=== design 1 ===
Figure 1. Routing congestion map (design 1).
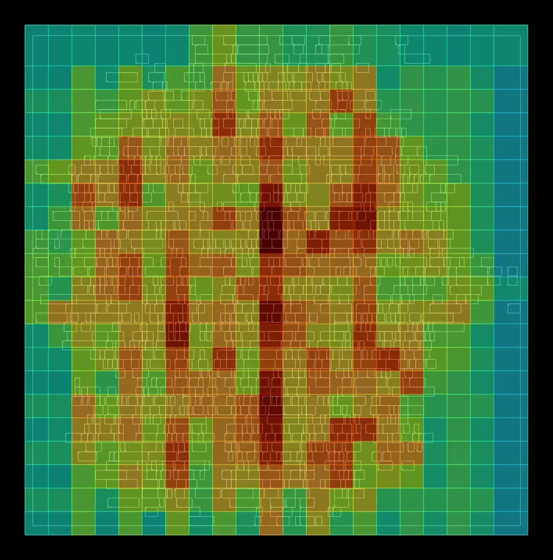

File: src/rtl/gather_pkg.sv
// rtl/gather_pkg.sv - shared defaults and types for the gather-count bank
package gather_pkg;

    localparam int GATHER_NUM_WARP = 8;
    localparam int GATHER_CNT_W    = 4;
    localparam int GATHER_WID_W    = $clog2(GATHER_NUM_WARP);

    localparam logic [GATHER_CNT_W-1:0] GATHER_CNT_MAX = '1;

    typedef logic [GATHER_CNT_W-1:0] gather_cnt_t;

endpackage

File: src/rtl/gather_cnt_upd.sv
// rtl/gather_cnt_upd.sv - next-value and flag function for one gather counter
//
// Ports:
//   i_cur      current counter value
//   i_add      amount to add (0 when no set targets this entry)
//   i_sub      amount to subtract (0 when no dec targets this entry)
//   i_collide  set and dec hit this entry in the same cycle; the dec is dropped
//   o_next     next counter value
//   o_ovf      the add saturated
//   o_udf      the dec exceeded the counter, or a collision occurred
//   o_hit_zero a dec took the counter from nonzero to zero
module gather_cnt_upd
    import gather_pkg::*;
#(
    parameter int CNT_W = GATHER_CNT_W
) (
    input  logic [CNT_W-1:0] i_cur,
    input  logic [CNT_W-1:0] i_add,
    input  logic [CNT_W-1:0] i_sub,
    input  logic             i_collide,
    output logic [CNT_W-1:0] o_next,
    output logic             o_ovf,
    output logic             o_udf,
    output logic             o_hit_zero
);

    localparam logic [CNT_W-1:0] CNT_MAX = '1;

    // One extra bit so the carry out is the overflow indication.
    logic [CNT_W:0]   w_sum;
    logic [CNT_W-1:0] w_added;

    assign w_sum   = {1'b0, i_cur} + {1'b0, i_add};
    assign w_added = w_sum[CNT_W] ? CNT_MAX : w_sum[CNT_W-1:0];

    // A set and a dec only reach the same entry on a collision, so the
    // subtract path never has to combine with a nonzero add.
    always_comb begin
        o_next     = w_added;
        o_ovf      = w_sum[CNT_W];
        o_udf      = 1'b0;
        o_hit_zero = 1'b0;
        if (i_collide) begin
            o_udf = 1'b1;
        end else if (i_sub != '0) begin
            if (i_sub <= i_cur) begin
                o_next     = i_cur - i_sub;
                o_hit_zero = (i_sub == i_cur);
            end else begin
                o_next     = '0;
                o_udf      = 1'b1;
                o_hit_zero = (i_cur != '0);
            end
        end
    end

endmodule

File: src/rtl/wf_gather_cnt_bank.sv
// rtl/wf_gather_cnt_bank.sv - per-warp outstanding gather-response counter bank
//
// Ports:
//   i_clock, i_reset_n                 clock, async active-low reset
//   i_set_en/i_set_warp/i_set_val      add responses expected to a warp
//   i_dec_en/i_dec_warp/i_dec_amt      subtract responses returned from a warp
//   i_rd_en/i_rd_warp, o_rd_data       registered read, write-first
//   o_busy                             per-warp counter-nonzero bitmap
//   o_done_valid/o_done_warp           pulse when a dec brings a counter to zero
//   o_err_ovf/o_err_udf                sticky overflow / underflow-collision flags
module wf_gather_cnt_bank
    import gather_pkg::*;
#(
    parameter  int NUM_WARP = GATHER_NUM_WARP,
    parameter  int CNT_W    = GATHER_CNT_W,
    localparam int WID_W    = $clog2(NUM_WARP)
) (
    input  logic                i_clock,
    input  logic                i_reset_n,
    input  logic                i_set_en,
    input  logic [WID_W-1:0]    i_set_warp,
    input  logic [CNT_W-1:0]    i_set_val,
    input  logic                i_dec_en,
    input  logic [WID_W-1:0]    i_dec_warp,
    input  logic [CNT_W-1:0]    i_dec_amt,
    input  logic                i_rd_en,
    input  logic [WID_W-1:0]    i_rd_warp,
    output logic [CNT_W-1:0]    o_rd_data,
    output logic [NUM_WARP-1:0] o_busy,
    output logic                o_done_valid,
    output logic [WID_W-1:0]    o_done_warp,
    output logic                o_err_ovf,
    output logic                o_err_udf
);

    logic [CNT_W-1:0]    r_cnt [NUM_WARP];
    logic [CNT_W-1:0]    w_next [NUM_WARP];
    logic [NUM_WARP-1:0] w_ovf;
    logic [NUM_WARP-1:0] w_udf;
    logic [NUM_WARP-1:0] w_hit;
    logic [NUM_WARP-1:0] w_busy_nxt;

    logic [CNT_W-1:0]    r_rd_data;
    logic [NUM_WARP-1:0] r_busy;
    logic                r_done_valid;
    logic [WID_W-1:0]    r_done_warp;
    logic                r_err_ovf;
    logic                r_err_udf;

    for (genvar g = 0; g < NUM_WARP; g++) begin : g_ent
        logic w_set_hit;
        logic w_dec_hit;

        assign w_set_hit = i_set_en && (i_set_warp == WID_W'(g));
        assign w_dec_hit = i_dec_en && (i_dec_warp == WID_W'(g));

        gather_cnt_upd #(
            .CNT_W (CNT_W)
        ) u_upd (
            .i_cur      (r_cnt[g]),
            .i_add      (w_set_hit ? i_set_val : '0),
            .i_sub      (w_dec_hit ? i_dec_amt : '0),
            .i_collide  (w_set_hit && w_dec_hit),
            .o_next     (w_next[g]),
            .o_ovf      (w_ovf[g]),
            .o_udf      (w_udf[g]),
            .o_hit_zero (w_hit[g])
        );

        assign w_busy_nxt[g] = (w_next[g] != '0);
    end

    always_ff @(posedge i_clock or negedge i_reset_n) begin
        if (!i_reset_n) begin
            for (int i = 0; i < NUM_WARP; i++) begin
                r_cnt[i] <= '0;
            end
            r_busy       <= '0;
            r_rd_data    <= '0;
            r_done_valid <= 1'b0;
            r_done_warp  <= '0;
            r_err_ovf    <= 1'b0;
            r_err_udf    <= 1'b0;
        end else begin
            for (int i = 0; i < NUM_WARP; i++) begin
                r_cnt[i] <= w_next[i];
            end
            r_busy <= w_busy_nxt;
            // Read returns the post-update value so a same-cycle set/dec is seen.
            if (i_rd_en) begin
                r_rd_data <= w_next[i_rd_warp];
            end
            // Only the dec target can hit zero, so the dec index names the event.
            r_done_valid <= |w_hit;
            if (|w_hit) begin
                r_done_warp <= i_dec_warp;
            end
            r_err_ovf <= r_err_ovf | (|w_ovf);
            r_err_udf <= r_err_udf | (|w_udf);
        end
    end

    assign o_rd_data    = r_rd_data;
    assign o_busy       = r_busy;
    assign o_done_valid = r_done_valid;
    assign o_done_warp  = r_done_warp;
    assign o_err_ovf    = r_err_ovf;
    assign o_err_udf    = r_err_udf;

endmodule

File: config.mk
export PLATFORM = sky130hd
export DESIGN_NAME = wf_gather_cnt_bank
export DESIGN_NICKNAME = d
export VERILOG_FILES = /design/src/rtl/gather_pkg.sv /design/src/rtl/gather_cnt_upd.sv /design/src/rtl/wf_gather_cnt_bank.sv
export SDC_FILE = /design/constraint.sdc
export NUM_CORES = 1
export LEC_CHECK = 0
export ABC_AREA = 1
export CAP_MARGIN = 10
export CORE_AREA = 2 2 146 148
export DETAILED_ROUTE_END_ITERATION = 8
export DIE_AREA = 0 0 148 150
export PLACE_DENSITY = 0.52
export REMOVE_ABC_BUFFERS = 1
export SYNTH_ARGS = -nofsm -noshare
export SYNTH_HDL_FRONTEND = slang
export SYNTH_SLANG_ARGS = --single-unit
File: constraint.sdc
create_clock -name i_clock -period 2.4 [get_ports i_clock]
set_clock_uncertainty 0.05 [all_clocks]
set_input_delay 0.36 -clock i_clock [delete_from_list [all_inputs] [get_ports i_clock]]
set_output_delay 0.36 -clock i_clock [all_outputs]
set_load 0.01 [all_outputs]
=== design 2 ===
File: src/rtl/snes_pad_responder_if.sv
// Signal bundle between an SNES console-side initiator and the pad responder.
// The initiator (master) drives latch, shift clock and the button levels;
// the responder (slave) returns the serial button stream and its status flags.
interface snes_pad_responder_if;
  logic        data_latch;
  logic        snes_clk;
  logic [11:0] buttons;
  logic        serial_data;
  logic        busy;
  logic        frame_done;

  modport master (
    output data_latch,
    output snes_clk,
    output buttons,
    input  serial_data,
    input  busy,
    input  frame_done
  );

  modport slave (
    input  data_latch,
    input  snes_clk,
    input  buttons,
    output serial_data,
    output busy,
    output frame_done
  );
endinterface

File: src/rtl/snes_pad_responder.sv
// SNES controller emulation: answers the console's latch / shift-clock
// protocol with a 16-bit active-low button frame. Latch and shift clock are
// asynchronous to clk and are synchronized before any edge is acted on.
module snes_pad_responder (
  input  logic                 clk,
  input  logic                 reset,
  snes_pad_responder_if.slave  pad
);

  localparam int FRAME_W = 16;
  localparam int BTN_W   = 12;

  typedef enum logic [1:0] {IDLE, LOAD, SHIFT, DONE} state_t;

  // Synchronizer stages: p0/p1 resolve metastability, p2 is edge history
  logic latch_p0, latch_p1, latch_p2;
  logic sclk_p0, sclk_p1, sclk_p2;
  logic [BTN_W-1:0] btn_p0, btn_p1;

  logic latch_rise, latch_fall, sclk_rise;

  state_t               state, state_d;
  logic [FRAME_W-1:0]   shreg, shreg_d;
  logic [4:0]           bit_cnt, bit_cnt_d;
  logic                 serial_q, serial_d;
  logic                 busy_q, busy_d;
  logic                 done_q, done_d;

  // Frame as the console expects it: pressed buttons read as 0, and the four
  // trailing ID bits read as 1 (standard pad signature).
  function automatic logic [FRAME_W-1:0] frame_value(input logic [BTN_W-1:0] b);
    return {4'b1111, ~b};
  endfunction

  // Latch and shift-clock synchronizers; shift clock idles high after reset
  always_ff @(posedge clk) begin
    if (!reset) begin
      latch_p0 <= 1'b0;
      latch_p1 <= 1'b0;
      latch_p2 <= 1'b0;
      sclk_p0  <= 1'b1;
      sclk_p1  <= 1'b1;
      sclk_p2  <= 1'b1;
    end else begin
      latch_p0 <= pad.data_latch;
      latch_p1 <= latch_p0;
      latch_p2 <= latch_p1;
      sclk_p0  <= pad.snes_clk;
      sclk_p1  <= sclk_p0;
      sclk_p2  <= sclk_p1;
    end
  end

  // Button synchronizer, aligned with the latch path so loads see matching latency
  always_ff @(posedge clk) begin
    btn_p0 <= pad.buttons;
    btn_p1 <= btn_p0;
  end

  // Edge detect: compare synchronized value against its history flop
  assign latch_rise = latch_p1 & ~latch_p2;
  assign latch_fall = ~latch_p1 & latch_p2;
  assign sclk_rise  = sclk_p1 & ~sclk_p2;

  // State and registered outputs
  always_ff @(posedge clk) begin
    if (!reset) begin
      state    <= IDLE;
      shreg    <= {FRAME_W{1'b1}};
      bit_cnt  <= 5'd0;
      serial_q <= 1'b1;
      busy_q   <= 1'b0;
      done_q   <= 1'b0;
    end else begin
      state    <= state_d;
      shreg    <= shreg_d;
      bit_cnt  <= bit_cnt_d;
      serial_q <= serial_d;
      busy_q   <= busy_d;
      done_q   <= done_d;
    end
  end

  // Next-state logic; a latch rise beats everything, including a shift edge
  always_comb begin
    state_d   = state;
    shreg_d   = shreg;
    bit_cnt_d = bit_cnt;
    done_d    = 1'b0;

    if (latch_rise) begin
      state_d   = LOAD;
      shreg_d   = frame_value(btn_p1);
      bit_cnt_d = 5'd0;
    end else begin
      case (state)
        IDLE: ;
        LOAD: begin
          if (latch_fall) begin
            state_d   = SHIFT;
            bit_cnt_d = 5'd0;
          end else if (latch_p1) begin
            shreg_d = frame_value(btn_p1);
          end
        end
        SHIFT: begin
          if (sclk_rise) begin
            shreg_d   = {1'b1, shreg[FRAME_W-1:1]};
            bit_cnt_d = bit_cnt + 5'd1;
            if (bit_cnt == 5'd15) begin
              state_d = DONE;
              done_d  = 1'b1;
            end
          end
        end
        DONE: ;
        default: state_d = IDLE;
      endcase
    end

    busy_d = (state_d == LOAD) || (state_d == SHIFT);
    // DONE drives 0 so the console sees a connected pad on over-clocked reads
    if (busy_d) begin
      serial_d = shreg_d[0];
    end else begin
      serial_d = (state_d != DONE);
    end
  end

  assign pad.serial_data = serial_q;
  assign pad.busy        = busy_q;
  assign pad.frame_done  = done_q;

endmodule

File: src/flat_wrapper.sv
// flat-port wrapper written by rule: the top's interface ports become plain ports
module snes_pad_responder_flat 
  (clk, reset, pad_data_latch, pad_snes_clk, pad_buttons, pad_serial_data, pad_busy, pad_frame_done);
  snes_pad_responder_if pad_i ();
  input  logic clk;
  input  logic reset;
  input wire logic [$bits(pad_i.data_latch)-1:0] pad_data_latch;
  input wire logic [$bits(pad_i.snes_clk)-1:0] pad_snes_clk;
  input wire logic [$bits(pad_i.buttons)-1:0] pad_buttons;
  output wire logic [$bits(pad_i.serial_data)-1:0] pad_serial_data;
  output wire logic [$bits(pad_i.busy)-1:0] pad_busy;
  output wire logic [$bits(pad_i.frame_done)-1:0] pad_frame_done;
  assign pad_i.data_latch = pad_data_latch;
  assign pad_i.snes_clk = pad_snes_clk;
  assign pad_i.buttons = pad_buttons;
  assign pad_serial_data = pad_i.serial_data;
  assign pad_busy = pad_i.busy;
  assign pad_frame_done = pad_i.frame_done;
  snes_pad_responder u_core (.clk(clk), .reset(reset), .pad(pad_i));
endmodule
File: config.mk
export PLATFORM = sky130hd
export DESIGN_NAME = snes_pad_responder_flat
export DESIGN_NICKNAME = d
export VERILOG_FILES = /design/src/rtl/snes_pad_responder_if.sv /design/src/rtl/snes_pad_responder.sv /design/src/flat_wrapper.sv
export SDC_FILE = /design/constraint.sdc
export NUM_CORES = 1
export LEC_CHECK = 0
export ABC_AREA = 1
export CORE_ASPECT_RATIO = 0.5
export CORE_MARGIN = 8
export CORE_UTILIZATION = 45
export DETAILED_ROUTE_END_ITERATION = 6
export PLACE_DENSITY = 0.74
export SYNTH_ARGS = -nofsm -noshare
export SYNTH_HDL_FRONTEND = slang
export SYNTH_SLANG_ARGS = --single-unit
File: constraint.sdc
create_clock -name clk -period 2.31 [get_ports clk]
set_clock_uncertainty 0.05 [all_clocks]
set_input_delay 0.462 -clock clk [delete_from_list [all_inputs] [get_ports clk]]
set_output_delay 0.462 -clock clk [all_outputs]
set_load 0.005 [all_outputs]
=== design 3 ===
[config.mk]
export PLATFORM = sky130hd
export DESIGN_NAME = processor
export DESIGN_NICKNAME = d
export VERILOG_FILES = /design/src/rtl/processor_pkg.sv /design/src/rtl/processor_if.sv /design/src/rtl/processor_alu.sv /design/src/rtl/processor.sv
export SDC_FILE = /design/constraint.sdc
export NUM_CORES = 2
export LEC_CHECK = 0
export CAP_MARGIN = 20
export CORE_AREA = 8 8 375 523
export CTS_CLUSTER_SIZE = 14
export DETAILED_ROUTE_END_ITERATION = 8
export DIE_AREA = 0 0 383 531
export GPL_TIMING_DRIVEN = 1
export SLEW_MARGIN = 20
export SYNTH_ARGS = -nofsm -noshare
export SYNTH_HDL_FRONTEND = slang
export SYNTH_HIERARCHICAL = 1
export SYNTH_SLANG_ARGS = --single-unit
[constraint.sdc]
create_clock -name clk -period 10.1 [get_ports clk]
set_input_delay 2.02 -clock clk [delete_from_list [all_inputs] [get_ports clk]]
set_output_delay 2.02 -clock clk [all_outputs]
set_load 0.01 [all_outputs]
[src/rtl/processor_pkg.sv]
// Shared definitions for the processor core: opcode and funct codes, the ALU
// operation enum and helpers that assemble R/I-type instruction words so the
// ROM can be written in mnemonic form rather than as raw hex.
package processor_pkg;

  localparam int XLEN = 32;

  localparam logic [6:0] OP_R   = 7'b0110011;
  localparam logic [6:0] OP_IMM = 7'b0010011;

  localparam logic [2:0] F3_ADD  = 3'b000;
  localparam logic [2:0] F3_SLL  = 3'b001;
  localparam logic [2:0] F3_SLT  = 3'b010;
  localparam logic [2:0] F3_SLTU = 3'b011;
  localparam logic [2:0] F3_XOR  = 3'b100;
  localparam logic [2:0] F3_SRL  = 3'b101;
  localparam logic [2:0] F3_OR   = 3'b110;
  localparam logic [2:0] F3_AND  = 3'b111;

  // funct7 values: BASE for the plain op, ALT selects SUB / SRA / SRAI.
  localparam logic [6:0] F7_BASE = 7'b0000000;
  localparam logic [6:0] F7_ALT  = 7'b0100000;

  typedef enum logic [3:0] {
    ALU_ADD,
    ALU_SUB,
    ALU_SLL,
    ALU_SLT,
    ALU_SLTU,
    ALU_XOR,
    ALU_SRL,
    ALU_SRA,
    ALU_OR,
    ALU_AND
  } alu_op_e;

  function automatic logic [31:0] enc_r(input logic [6:0] f7, input logic [4:0] rs2,
                                        input logic [4:0] rs1, input logic [2:0] f3,
                                        input logic [4:0] rd);
    return {f7, rs2, rs1, f3, rd, OP_R};
  endfunction

  function automatic logic [31:0] enc_i(input logic [11:0] imm, input logic [4:0] rs1,
                                        input logic [2:0] f3, input logic [4:0] rd);
    return {imm, rs1, f3, rd, OP_IMM};
  endfunction

endpackage

[src/rtl/processor_if.sv]
// ALU operand/result bundle between the core's decode stage and the ALU.
//   a, b    : operands (b is rs2 or the sign-extended immediate)
//   alu_op  : operation select
//   result  : combinational ALU result
// master drives operands, slave (the ALU) returns the result.
interface processor_if;
  import processor_pkg::*;

  logic [XLEN-1:0] a;
  logic [XLEN-1:0] b;
  alu_op_e         alu_op;
  logic [XLEN-1:0] result;

  modport master (output a, output b, output alu_op, input result);
  modport slave  (input a, input b, input alu_op, output result);
endinterface

[src/rtl/processor_alu.sv]
// Purely combinational RV32I integer ALU.
//   bus.a, bus.b, bus.alu_op : inputs
//   bus.result               : output
// Shift amount is always b[4:0]; for immediate shifts the decoder places
// instr[24:20] there via the sign-extended immediate.
module alu
  import processor_pkg::*;
(
  processor_if.slave bus
);

  logic [4:0] shamt;

  always_comb begin
    shamt      = bus.b[4:0];
    bus.result = '0;
    case (bus.alu_op)
      ALU_ADD:  bus.result = bus.a + bus.b;
      ALU_SUB:  bus.result = bus.a - bus.b;
      ALU_SLL:  bus.result = bus.a << shamt;
      ALU_SLT:  bus.result = {{(XLEN-1){1'b0}}, ($signed(bus.a) < $signed(bus.b))};
      ALU_SLTU: bus.result = {{(XLEN-1){1'b0}}, (bus.a < bus.b)};
      ALU_XOR:  bus.result = bus.a ^ bus.b;
      ALU_SRL:  bus.result = bus.a >> shamt;
      ALU_SRA:  bus.result = $unsigned($signed(bus.a) >>> shamt);
      ALU_OR:   bus.result = bus.a | bus.b;
      ALU_AND:  bus.result = bus.a & bus.b;
      default:  bus.result = '0;
    endcase
  end

endmodule

[src/rtl/processor.sv]
// Single-cycle RV32I ALU-subset core with a hard-coded instruction ROM.
// Each rising clk executes the instruction at pc and writes rd.
//   clk : system clock
//   rst : asynchronous active-low reset (clears pc and x1..x31)
//   res : ALU result of the instruction at pc, 0 in reset or for
//         unsupported opcodes/encodings
module processor
  import processor_pkg::*;
#(
  parameter int IMEM_DEPTH = 32,
  parameter int XLEN       = 32
) (
  input  logic            clk,
  input  logic            rst,
  output logic [XLEN-1:0] res
);

  localparam int AW   = $clog2(IMEM_DEPTH);
  localparam int PC_W = AW + 2;
  localparam logic [PC_W-1:0] PC_STEP = PC_W'(4);
  localparam logic [31:0]     NOP     = 32'h0000_0013;

  // pc only spans the ROM, so incrementing past the end wraps to 0.
  logic [PC_W-1:0] pc_q, pc_d;
  logic [XLEN-1:0] regs_q [32];

  logic [31:0]     instr;
  logic [6:0]      opcode, f7;
  logic [4:0]      rd, rs1, rs2;
  logic [2:0]      f3;
  logic [XLEN-1:0] imm_sext, rs1_val, rs2_val, op_b;
  alu_op_e         alu_op;
  logic            legal, wr_en;

  processor_if alu_bus ();

  function automatic logic [31:0] rom_word(input logic [AW-1:0] idx);
    case (int'(idx))
      0:       return enc_r(F7_BASE, 5'd0,  5'd0,  F3_AND,  5'd1);
      1:       return enc_i(12'd3,          5'd0,  F3_ADD,  5'd1);
      2:       return enc_i(12'd2,          5'd0,  F3_ADD,  5'd2);
      3:       return enc_r(F7_BASE, 5'd1,  5'd1,  F3_ADD,  5'd3);
      4:       return enc_r(F7_BASE, 5'd1,  5'd3,  F3_OR,   5'd4);
      5:       return enc_r(F7_BASE, 5'd2,  5'd2,  F3_SLL,  5'd5);
      6:       return enc_r(F7_BASE, 5'd3,  5'd4,  F3_ADD,  5'd6);
      7:       return enc_r(F7_BASE, 5'd5,  5'd6,  F3_AND,  5'd7);
      8:       return enc_r(F7_ALT,  5'd5,  5'd7,  F3_ADD,  5'd8);
      9:       return enc_r(F7_ALT,  5'd2,  5'd5,  F3_SRL,  5'd9);
      10:      return enc_i(12'd5,          5'd9,  F3_OR,   5'd10);
      11:      return enc_r(F7_BASE, 5'd10, 5'd9,  F3_SLT,  5'd11);
      12:      return enc_i(12'hFF2,        5'd0,  F3_ADD,  5'd12);
      13:      return enc_r(F7_BASE, 5'd12, 5'd9,  F3_SLTU, 5'd13);
      14:      return enc_i(12'h725,        5'd12, F3_XOR,  5'd14);
      15:      return enc_i(12'h000,        5'd14, F3_SLT,  5'd15);
      16:      return enc_i(12'd590,        5'd14, F3_ADD,  5'd16);
      17:      return enc_i({F7_BASE, 5'd4}, 5'd1, F3_SLL,  5'd17);
      default: return NOP;
    endcase
  endfunction

  always_comb begin
    instr    = rom_word(pc_q[PC_W-1:2]);
    opcode   = instr[6:0];
    rd       = instr[11:7];
    f3       = instr[14:12];
    rs1      = instr[19:15];
    rs2      = instr[24:20];
    f7       = instr[31:25];
    imm_sext = {{(XLEN-12){instr[31]}}, instr[31:20]};
    rs1_val  = (rs1 == 5'd0) ? '0 : regs_q[rs1];
    rs2_val  = (rs2 == 5'd0) ? '0 : regs_q[rs2];
  end

  // Decode. Only exact funct7 encodings are accepted; anything else is
  // treated like an unsupported opcode (no writeback, res=0).
  always_comb begin
    alu_op = ALU_ADD;
    op_b   = rs2_val;
    legal  = 1'b0;
    if (opcode == OP_R) begin
      legal = (f7 == F7_BASE);
      case (f3)
        F3_ADD: begin
          alu_op = (f7 == F7_ALT) ? ALU_SUB : ALU_ADD;
          legal  = (f7 == F7_BASE) || (f7 == F7_ALT);
        end
        F3_SRL: begin
          alu_op = (f7 == F7_ALT) ? ALU_SRA : ALU_SRL;
          legal  = (f7 == F7_BASE) || (f7 == F7_ALT);
        end
        F3_SLL:  alu_op = ALU_SLL;
        F3_SLT:  alu_op = ALU_SLT;
        F3_SLTU: alu_op = ALU_SLTU;
        F3_XOR:  alu_op = ALU_XOR;
        F3_OR:   alu_op = ALU_OR;
        F3_AND:  alu_op = ALU_AND;
        default: legal  = 1'b0;
      endcase
    end else if (opcode == OP_IMM) begin
      op_b  = imm_sext;
      legal = 1'b1;
      case (f3)
        F3_ADD:  alu_op = ALU_ADD;
        F3_SLT:  alu_op = ALU_SLT;
        F3_SLTU: alu_op = ALU_SLTU;
        F3_XOR:  alu_op = ALU_XOR;
        F3_OR:   alu_op = ALU_OR;
        F3_AND:  alu_op = ALU_AND;
        F3_SLL: begin
          alu_op = ALU_SLL;
          legal  = (f7 == F7_BASE);
        end
        F3_SRL: begin
          alu_op = (f7 == F7_ALT) ? ALU_SRA : ALU_SRL;
          legal  = (f7 == F7_BASE) || (f7 == F7_ALT);
        end
        default: legal = 1'b0;
      endcase
    end
  end

  assign alu_bus.a      = rs1_val;
  assign alu_bus.b      = op_b;
  assign alu_bus.alu_op = alu_op;

  alu u_alu (
    .bus (alu_bus.slave)
  );

  // res and writeback are gated by rst so the output drops to 0 the moment
  // reset is asserted, not at the next edge.
  assign wr_en = legal && rst;
  assign res   = wr_en ? alu_bus.result : '0;
  assign pc_d  = pc_q + PC_STEP;

  always_ff @(posedge clk or negedge rst) begin
    if (!rst) begin
      pc_q <= '0;
      for (int i = 0; i < 32; i++) regs_q[i] <= '0;
    end else begin
      pc_q <= pc_d;
      if (wr_en && (rd != 5'd0)) regs_q[rd] <= alu_bus.result;
    end
  end

endmodule

=== design 4 ===
<file path="config.mk">
export PLATFORM = sky130hd
export DESIGN_NAME = instruction_fetcher_flat
export DESIGN_NICKNAME = d
export VERILOG_FILES = /design/src/rtl/instruction_fetcher_if.sv /design/src/rtl/instruction_fetcher.sv /design/src/flat_wrapper.sv
export SDC_FILE = /design/constraint.sdc
export NUM_CORES = 2
export LEC_CHECK = 0
export CORE_ASPECT_RATIO = 1.4
export CORE_MARGIN = 2
export CORE_UTILIZATION = 55
export DETAILED_ROUTE_END_ITERATION = 16
export PLACE_DENSITY = 0.82
export SETUP_SLACK_MARGIN = 0.4
export SYNTH_ARGS = -nofsm -noshare
export SYNTH_HDL_FRONTEND = slang
export SYNTH_SLANG_ARGS = --single-unit
</file>
<file path="constraint.sdc">
create_clock -name clk_in -period 8.65 [get_ports clk_in]
set_input_delay 2.595 -clock clk_in [delete_from_list [all_inputs] [get_ports clk_in]]
set_output_delay 2.595 -clock clk_in [all_outputs]
set_load 0.01 [all_outputs]
</file>
<file path="src/rtl/instruction_fetcher_if.sv">
// Queue push and memory refill signals shared between the fetcher and its environment.
// The master side is the fetcher; the slave side is the queue and memory.
interface instruction_fetcher_if;
    logic        isq_is_full;
    logic        instruction_ready;
    logic [31:0] instruction_out;
    logic [31:0] pc_out;
    logic        pc_predict_out;
    logic        mem_req;
    logic [31:0] mem_addr;
    logic        mem_valid;
    logic [31:0] mem_data;

    modport master (
        input  isq_is_full, mem_valid, mem_data,
        output instruction_ready, instruction_out, pc_out, pc_predict_out, mem_req, mem_addr
    );

    modport slave (
        output isq_is_full, mem_valid, mem_data,
        input  instruction_ready, instruction_out, pc_out, pc_predict_out, mem_req, mem_addr
    );
endinterface

</file>
<file path="src/rtl/instruction_fetcher.sv">
// Fetch front end: PC register, direct-mapped word icache with single-request refill,
// static branch prediction and push into the instruction queue.
module instruction_fetcher #(
    parameter logic [31:0] RESET_PC       = 32'h0,
    parameter int          ICACHE_ENTRIES = 32
) (
    input  logic                  clk_in,
    input  logic                  rst_in,
    input  logic                  rdy_in,
    input  logic                  roll_back,
    input  logic [31:0]           rollback_pc,
    instruction_fetcher_if.master bus
);
    localparam int IDX   = $clog2(ICACHE_ENTRIES);
    localparam int TAG_W = 30 - IDX;
    localparam logic [6:0] OP_JAL    = 7'b1101111;
    localparam logic [6:0] OP_BRANCH = 7'b1100011;

    typedef enum logic [1:0] {LOOKUP = 2'd0, MISS = 2'd1, ABORT = 2'd2} state_t;

    state_t              state_r, state_nxt_s;
    logic [31:0]         pc_r, pc_nxt_s;
    logic                mem_req_r, mem_req_nxt_s;
    logic [31:0]         mem_addr_r, mem_addr_nxt_s;
    logic [ICACHE_ENTRIES-1:0] valid_r;
    logic [TAG_W-1:0]    tag_r  [ICACHE_ENTRIES];
    logic [31:0]         data_r [ICACHE_ENTRIES];

    logic [IDX-1:0]      idx_s, fill_idx_s;
    logic [TAG_W-1:0]    tag_s, fill_tag_s;
    logic                hit_s, push_s, fill_s, predict_s;
    logic [31:0]         word_s, next_pc_s;

    function automatic logic [31:0] j_imm(input logic [31:0] w);
        return {{12{w[31]}}, w[19:12], w[20], w[30:21], 1'b0};
    endfunction

    function automatic logic [31:0] b_imm(input logic [31:0] w);
        return {{20{w[31]}}, w[7], w[30:25], w[11:8], 1'b0};
    endfunction

    // Fills always target the outstanding request address, which may differ from pc after a redirect.
    assign idx_s      = pc_r[IDX+1:2];
    assign tag_s      = pc_r[31:IDX+2];
    assign fill_idx_s = mem_addr_r[IDX+1:2];
    assign fill_tag_s = mem_addr_r[31:IDX+2];
    assign word_s     = data_r[idx_s];
    assign hit_s      = valid_r[idx_s] && (tag_r[idx_s] == tag_s);
    assign push_s     = (state_r == LOOKUP) && hit_s && !bus.isq_is_full && !roll_back && rdy_in;

    // Static prediction on the cached word at pc.
    always_comb begin
        predict_s = 1'b0;
        next_pc_s = pc_r + 32'd4;
        case (word_s[6:0])
            OP_JAL: begin
                predict_s = 1'b1;
                next_pc_s = pc_r + j_imm(word_s);
            end
            OP_BRANCH: begin
                predict_s = word_s[31];
                if (word_s[31]) begin
                    next_pc_s = pc_r + b_imm(word_s);
                end else begin
                    next_pc_s = pc_r + 32'd4;
                end
            end
            default: begin
                predict_s = 1'b0;
            end
        endcase
    end

    // Next-state logic; roll_back takes priority over hit, push and miss start.
    always_comb begin
        state_nxt_s    = state_r;
        pc_nxt_s       = pc_r;
        mem_req_nxt_s  = mem_req_r;
        mem_addr_nxt_s = mem_addr_r;
        fill_s         = 1'b0;
        if (rdy_in) begin
            case (state_r)
                LOOKUP: begin
                    if (roll_back) begin
                        pc_nxt_s = rollback_pc;
                    end else if (hit_s) begin
                        if (!bus.isq_is_full) begin
                            pc_nxt_s = next_pc_s;
                        end else begin
                            pc_nxt_s = pc_r;
                        end
                    end else begin
                        mem_req_nxt_s  = 1'b1;
                        mem_addr_nxt_s = {pc_r[31:2], 2'b00};
                        state_nxt_s    = MISS;
                    end
                end
                MISS, ABORT: begin
                    if (bus.mem_valid) begin
                        fill_s        = 1'b1;
                        mem_req_nxt_s = 1'b0;
                        state_nxt_s   = LOOKUP;
                        if (roll_back) begin
                            pc_nxt_s = rollback_pc;
                        end else begin
                            pc_nxt_s = pc_r;
                        end
                    end else if (roll_back) begin
                        pc_nxt_s    = rollback_pc;
                        state_nxt_s = ABORT;
                    end else begin
                        state_nxt_s = state_r;
                    end
                end
                default: begin
                    state_nxt_s   = LOOKUP;
                    mem_req_nxt_s = 1'b0;
                end
            endcase
        end else begin
            state_nxt_s = state_r;
        end
    end

    // Control registers and cache valid bits.
    always_ff @(posedge clk_in or negedge rst_in) begin
        if (!rst_in) begin
            state_r    <= LOOKUP;
            pc_r       <= RESET_PC;
            mem_req_r  <= 1'b0;
            mem_addr_r <= 32'h0;
            valid_r    <= '0;
        end else begin
            state_r    <= state_nxt_s;
            pc_r       <= pc_nxt_s;
            mem_req_r  <= mem_req_nxt_s;
            mem_addr_r <= mem_addr_nxt_s;
            if (fill_s) begin
                valid_r[fill_idx_s] <= 1'b1;
            end
        end
    end

    // Cache data and tag storage, written only on a refill.
    always_ff @(posedge clk_in) begin
        if (fill_s) begin
            data_r[fill_idx_s] <= bus.mem_data;
            tag_r[fill_idx_s]  <= fill_tag_s;
        end
    end

    assign bus.instruction_ready = push_s;
    assign bus.instruction_out   = word_s;
    assign bus.pc_out            = pc_r;
    assign bus.pc_predict_out    = predict_s;
    assign bus.mem_req           = mem_req_r;
    assign bus.mem_addr          = mem_addr_r;
endmodule

</file>
<file path="src/flat_wrapper.sv">
// flat-port wrapper written by rule: the top's interface ports become plain ports
module instruction_fetcher_flat 
#(
    parameter logic [31:0] RESET_PC       = 32'h0,
    parameter int          ICACHE_ENTRIES = 32
)
  (clk_in, rst_in, rdy_in, roll_back, rollback_pc, bus_isq_is_full, bus_mem_valid, bus_mem_data, bus_instruction_ready, bus_instruction_out, bus_pc_out, bus_pc_predict_out, bus_mem_req, bus_mem_addr);
  instruction_fetcher_if bus_i ();
  input  logic clk_in;
  input  logic rst_in;
  input  logic rdy_in;
  input  logic roll_back;
  input  logic [31:0] rollback_pc;
  input wire logic [$bits(bus_i.isq_is_full)-1:0] bus_isq_is_full;
  input wire logic [$bits(bus_i.mem_valid)-1:0] bus_mem_valid;
  input wire logic [$bits(bus_i.mem_data)-1:0] bus_mem_data;
  output wire logic [$bits(bus_i.instruction_ready)-1:0] bus_instruction_ready;
  output wire logic [$bits(bus_i.instruction_out)-1:0] bus_instruction_out;
  output wire logic [$bits(bus_i.pc_out)-1:0] bus_pc_out;
  output wire logic [$bits(bus_i.pc_predict_out)-1:0] bus_pc_predict_out;
  output wire logic [$bits(bus_i.mem_req)-1:0] bus_mem_req;
  output wire logic [$bits(bus_i.mem_addr)-1:0] bus_mem_addr;
  assign bus_i.isq_is_full = bus_isq_is_full;
  assign bus_i.mem_valid = bus_mem_valid;
  assign bus_i.mem_data = bus_mem_data;
  assign bus_instruction_ready = bus_i.instruction_ready;
  assign bus_instruction_out = bus_i.instruction_out;
  assign bus_pc_out = bus_i.pc_out;
  assign bus_pc_predict_out = bus_i.pc_predict_out;
  assign bus_mem_req = bus_i.mem_req;
  assign bus_mem_addr = bus_i.mem_addr;
  instruction_fetcher #(.RESET_PC(RESET_PC), .ICACHE_ENTRIES(ICACHE_ENTRIES)) u_core (.clk_in(clk_in), .rst_in(rst_in), .rdy_in(rdy_in), .roll_back(roll_back), .rollback_pc(rollback_pc), .bus(bus_i));
endmodule
</file>
Figure 2. Metal 2 (design 3).
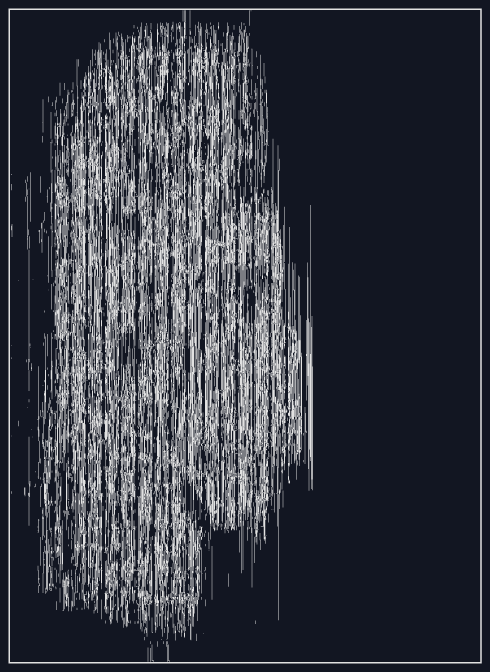
nets with wire on the layer: 4,033
wire length on this layer: 90.8 mm
longest straight run: 205 um
main direction: vertical

Figure 3. Routing congestion map (design 3).
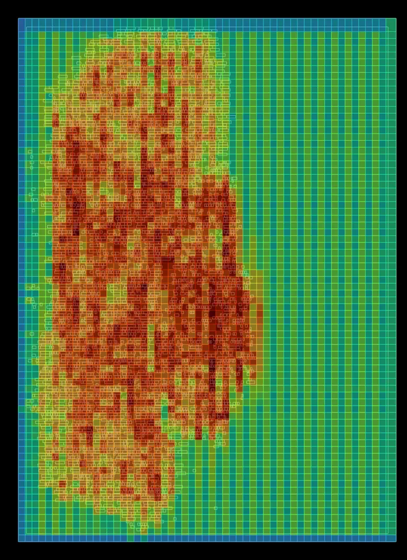
met2 Resource Use GR: 30.4%
routing layer with the top usage in global route: met2
met1 usage: 20.2%
M3 GR Usage: 2.99%

==> PnR_summary.wiki, design 3 <==
=== Synthesis and place and route ===
{| class="wikitable"
! Metric !! Value
|-
| Number of cells after detailed placement || 7,136
|-
| Inserted Diodes || 2
|-
| Flip-flops with a built-in enable || 0
|-
| Number of CTS-inserted buffers || 71
|-
| Status || completed
|-
| Post-synthesis cell count from yosys || 4,980
|-
| Biggest cell category by area in the final layout || combinational gates
|-
| Reg-to-Reg End || regs_q[928]$_DFFE_PN0P_
|-
| Adder-cell share of the synthesized area || 3.00%
|-
| Sort of element at the end of the critical path || primary output
|-
| Gate family responsible for the most delay along the worst path || simple AND/OR/NAND/NOR gates
|-
| Clk pwr || 2.78 mW
|-
| Post-CTS setup buffer count || 4
|-
| Insertion delay to the later sink of the worst-skew pair || 0.68 ns
|-
| PostCTS Resize Cnt || 15
|-
| Portion of the clock cycle consumed by the worst path in the final layout || 98.1%
|-
| Launch point of the worst hold path || regs_q[5]$_DFFE_PN0P_
|-
| Critical path buffers and inverters || 8
|-
| Share of the synthesized area in the top cell type || 40.6%
|}
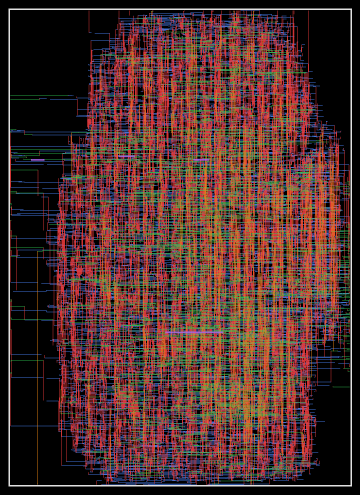
Figure 4: design 4, metal layers overlaid.
legend:
  M4:
    color: orange
    wire_length: 16,900 um
  M1:
    color: blue
    wire_length: 75.1 mm
  M3:
    color: green
    wire_length: 30.0 mm
  M5:
    color: purple
    wire_length: 91.1 um
  M2:
    color: red
    wire_length: 112 mm

==> PnR_summary.wiki, design 4 <==
=== Synthesis and place and route ===
{| class="wikitable"
! Metric !! Value
|-
| Worst reg-to-reg setup slack || 1.55 ns
|-
| Number of search-and-repair iterations in the first detailed-routing pass || 6
|-
| Total half-perimeter wirelength after legalization and detailed placement || 124,000 um
|-
| Largest fanout on the critical path || 57
|-
| Biggest registers after layout || u_core.data_r: 1024 flops, u_core.tag_r: 800 flops
|-
| Critical path buffers and inverters || 2
|-
| Final-report max-slew violation count || 0
|-
| Fin nets || 4,347
|-
| Worst hold slack across all endpoints || 0.474 ns
|-
| Portion of the clock cycle consumed by the worst path in the final layout || 95.0%
|-
| Internal power component || 20.3 mW
|-
| Vertical die dimension || 450 um
|-
| Seq. pwr || 11.9 mW
|-
| Hold Path Class || reg2reg
|-
| P&R area growth vs syn || 12.7%
|-
| Status || completed
|-
| Clock network area share || 5.94%
|-
| Adder-cell share of the synthesized area || 0.805%
|-
| Number of cells after detailed placement || 5,958
|-
| Total cell area reported by yosys after synthesis || 78,000 um2
|-
| Gate family responsible for the most delay along the worst path || simple AND/OR/NAND/NOR gates
|-
| Pin count of the biggest net entering global routing || 74
|-
| Core Density at Floorplan || 55.4%
|-
| Kind of start point of the critical path || register
|-
| Non-clock inverters || 26
|-
| Number of tap instances || 1,897
|}
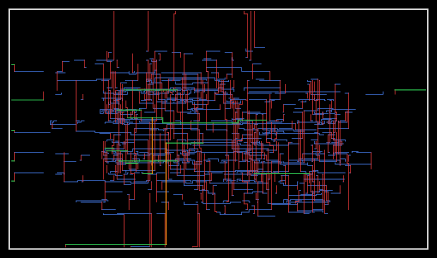
Figure 5: design 2, metal layers overlaid.
legend:
  M3:
    color: green
    wire_length: 160 um
  M1:
    color: blue
    wire_length: 1,810 um
  M4:
    color: orange
    wire_length: 42.2 um
  M2:
    color: red
    wire_length: 1,710 um

==> PnR_summary.wiki, design 2 <==
=== Synthesis and place and route ===
{| class="wikitable"
! Metric !! Value
|-
| Status || completed
|-
| Chain of cells forming the critical path || inv_1, ha_1, inv_1, nand2_2, nand2_1, nand3_1, ha_1, nor2_1, nor2_1, nand2_1
|-
| Met1 usage || 13.2%
|-
| Number of tap instances || 57
|-
| Number of vias in the routed layout || 1,579
|-
| Highest layer used for signal routing || met4
|-
| Worst Setup Path Type || reg2reg
|-
| TritonCTS clock tree || done
|-
| Total combinational power || 0.314 mW
|-
| DR DRC count || 0
|-
| Max incr delay on CP || 0.36 ns
|-
| Non-filler cells, final || 325
|-
| Slowest cell on crit path || dfxtp_1
|-
| LEAKAGE || 1.13 nW
|-
| Critical Path Stages || 10
|-
| Share of the core filled with cells || 54.8%
|-
| Total of hold buffers inserted after clock tree synthesis || 0
|-
| Maximum level of the CTS H-tree || 2
|-
| Inserted Diodes || 0
|-
| Transition time at the pin with the least slew margin || 0.486 ns
|-
| GRT Overall Usage || 11.3%
|-
| Area of the mapped netlist || 2070 um2
|-
| Die W || 112 um
|-
| Final hold violation count || 0
|-
| Number of cells after detailed placement || 317
|-
| Number of clock sinks || 56
|-
| Portion of the clock cycle consumed by the worst path in the final layout || 81.4%
|-
| Max-cap check violation count || 0
|-
| Most numerous cell types in the synthesized netlist || dfxtp_1 (56), inv_1 (38), nand2_1 (38), o21ai_0 (22), nand3_1 (19)
|-
| Capture point of the critical path || u_core.pad.serial_data$_SDFF_PN1_
|-
| Hold Path Cell Cnt || 0
|-
| Leading cell type in the layout, fill and taps excluded || dfxtp_1
|-
| Biggest cell category by area in the final layout || registers
|-
| Pin count of the biggest net entering global routing || 28
|}
Figure 6. Metal 2 (design 1).
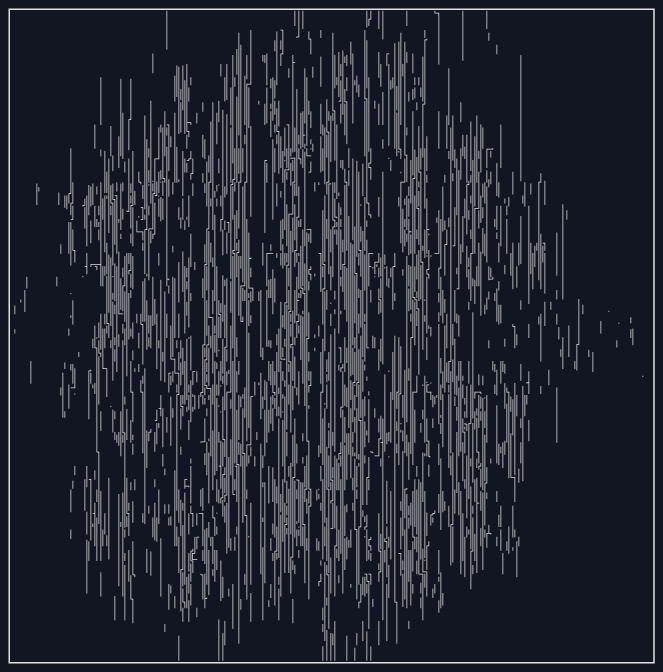
main direction: vertical
wire length on this layer: 11,000 um
share of all routed wire: 49%
nets with wire on the layer: 1,060

Notes on Figure 1 above:
GRT Overall Usage: 20.1%
M3 GR Usage: 2.04%
average detailed-routed wire length per instance: 15.5 um
share of the core filled with cells: 47.1%
met1 usage: 27.1%

==> PnR_summary.wiki, design 1 <==
=== Synthesis and place and route ===
{| class="wikitable"
! Metric !! Value
|-
| Hold Path Cell Cnt || 4
|-
| Clock root buffer || clkbuf_16
|-
| Max incr delay on CP || 0.27 ns
|-
| Die W || 148 um
|-
| Transition time at the pin with the least slew margin || 0.417 ns
|-
| Largest register FFs || 32
|-
| Ports placed on the boundary || 40
|-
| First-pass GRT wire length || 34,900 um
|-
| LEAKAGE || 4.92 nW
|-
| Kind of start point of the critical path || primary input
|-
| Vias in the first global route || 6,741
|-
| Core Density at Floorplan || 28.5%
|-
| DR DRC count || 0
|-
| Non-CTS buffers || 293
|-
| Status || completed
|-
| Internal power component || 4.64 mW
|-
| Area fraction in mux cells || 0%
|-
| Clk pwr || 0.881 mW
|-
| Mean Syn Cell Area || 6.72 um2
|-
| Critical path buffers and inverters || 6
|-
| Setup WS pre-CTS || -0.925 ns
|-
| Number of cells after detailed placement || 1,406
|-
| Capture point of the critical path || o_err_ovf$_DFF_PN0_
|-
| Combinational gates || 704
|-
| Final Total Pwr || 8.52 mW
|-
| Total combinational power || 6.09 mW
|-
| Unique masters post-synth || 35
|-
| Met2 Resource Use GR || 34.9%
|-
| Instance tally after logic synthesis || 879
|-
| Violation count after the first detailed-routing iteration || 381
|-
| Data required time at the worst endpoint || 2.54 ns
|-
| Max-cap check violation count || 0
|-
| Metal1 wirelength || 10,100 um
|-
| Hold Path Class || in2reg
|-
| Area after DPL || 8390 um2
|-
| Switching Fraction || 45.5%
|-
| Unrepaired setup endpoints after global routing || true
|-
| Logic pwr share || 71.5%
|-
| Highest layer used for signal routing || met4
|-
| PnR worst setup slack || 0.0780 ns
|-
| Seq. pwr || 1.55 mW
|-
| Die area || 22,200 um2
|-
| Clock period minus final worst setup slack || 2.32 ns
|-
| Quantity of I/O buffers inserted on ports || 39
|-
| Global placement routability congestion || 0.902
|-
| Sequential cells || 50
|-
| Number of vias in the routed layout || 6,876
|-
| Flip-flops with a built-in enable || 0
|-
| Leading cell type in the layout, fill and taps excluded || buf_4
|-
| FF/Latch Area || 1250 um2
|-
| Number of CTS-inserted buffers || 5
|-
| Depth of the worst register-to-register path || 12
|-
| Post-synthesis sequential area ratio || 21.2%
|-
| Slowest cell on crit path || ha_1
|-
| Async SR Flop Fraction || 100%
|-
| Final-layout clock buffer total || 6
|-
| Post-CTS setup buffer count || 15
|-
| Flop share of the area || 12.8%
|-
| Vertical die dimension || 150 um
|-
| Ys flops || 50
|}

==> notes/layouts.md <==
Pictures saved along the way, in no particular order.

Cell area per tile.
panel A
19 x 27 tiles, from white (low) to dark blue (high), 0 to 100% covered.
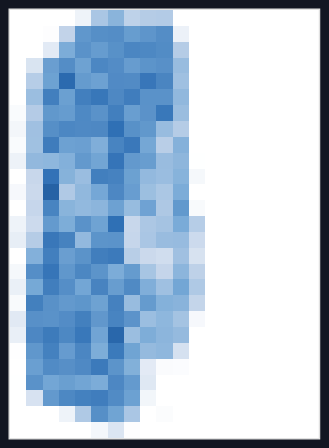
panel B
15 x 15 tiles, from white (low) to dark blue (high), 0 to 100% covered.
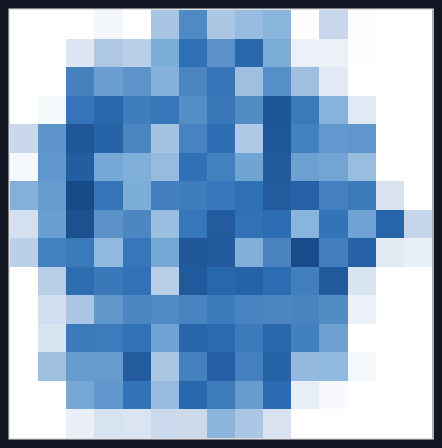
panel C
11 x 6 tiles, from white (low) to dark blue (high), 0 to 100% covered.
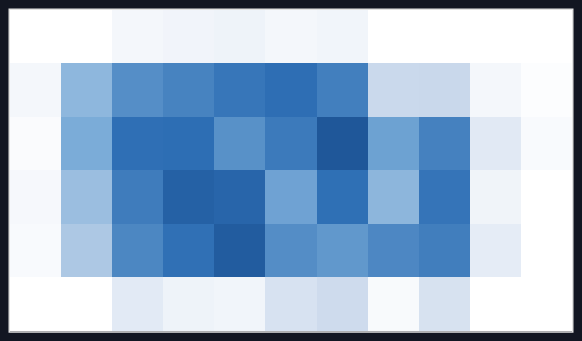
panel D
16 x 22 tiles, from white (low) to dark blue (high), 0 to 100% covered.
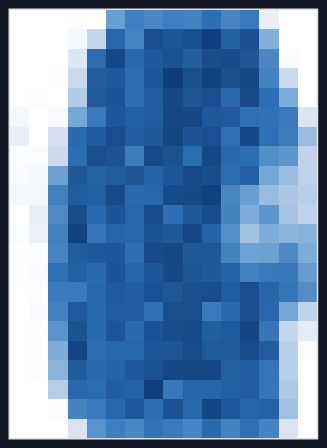
- lowest utilization: panel A
Panel D is design 4.
Panel B is design 1.
Panel C is design 2.
Panel A is design 3.


No activity file was given, so power comes from the tool's default toggle rates.
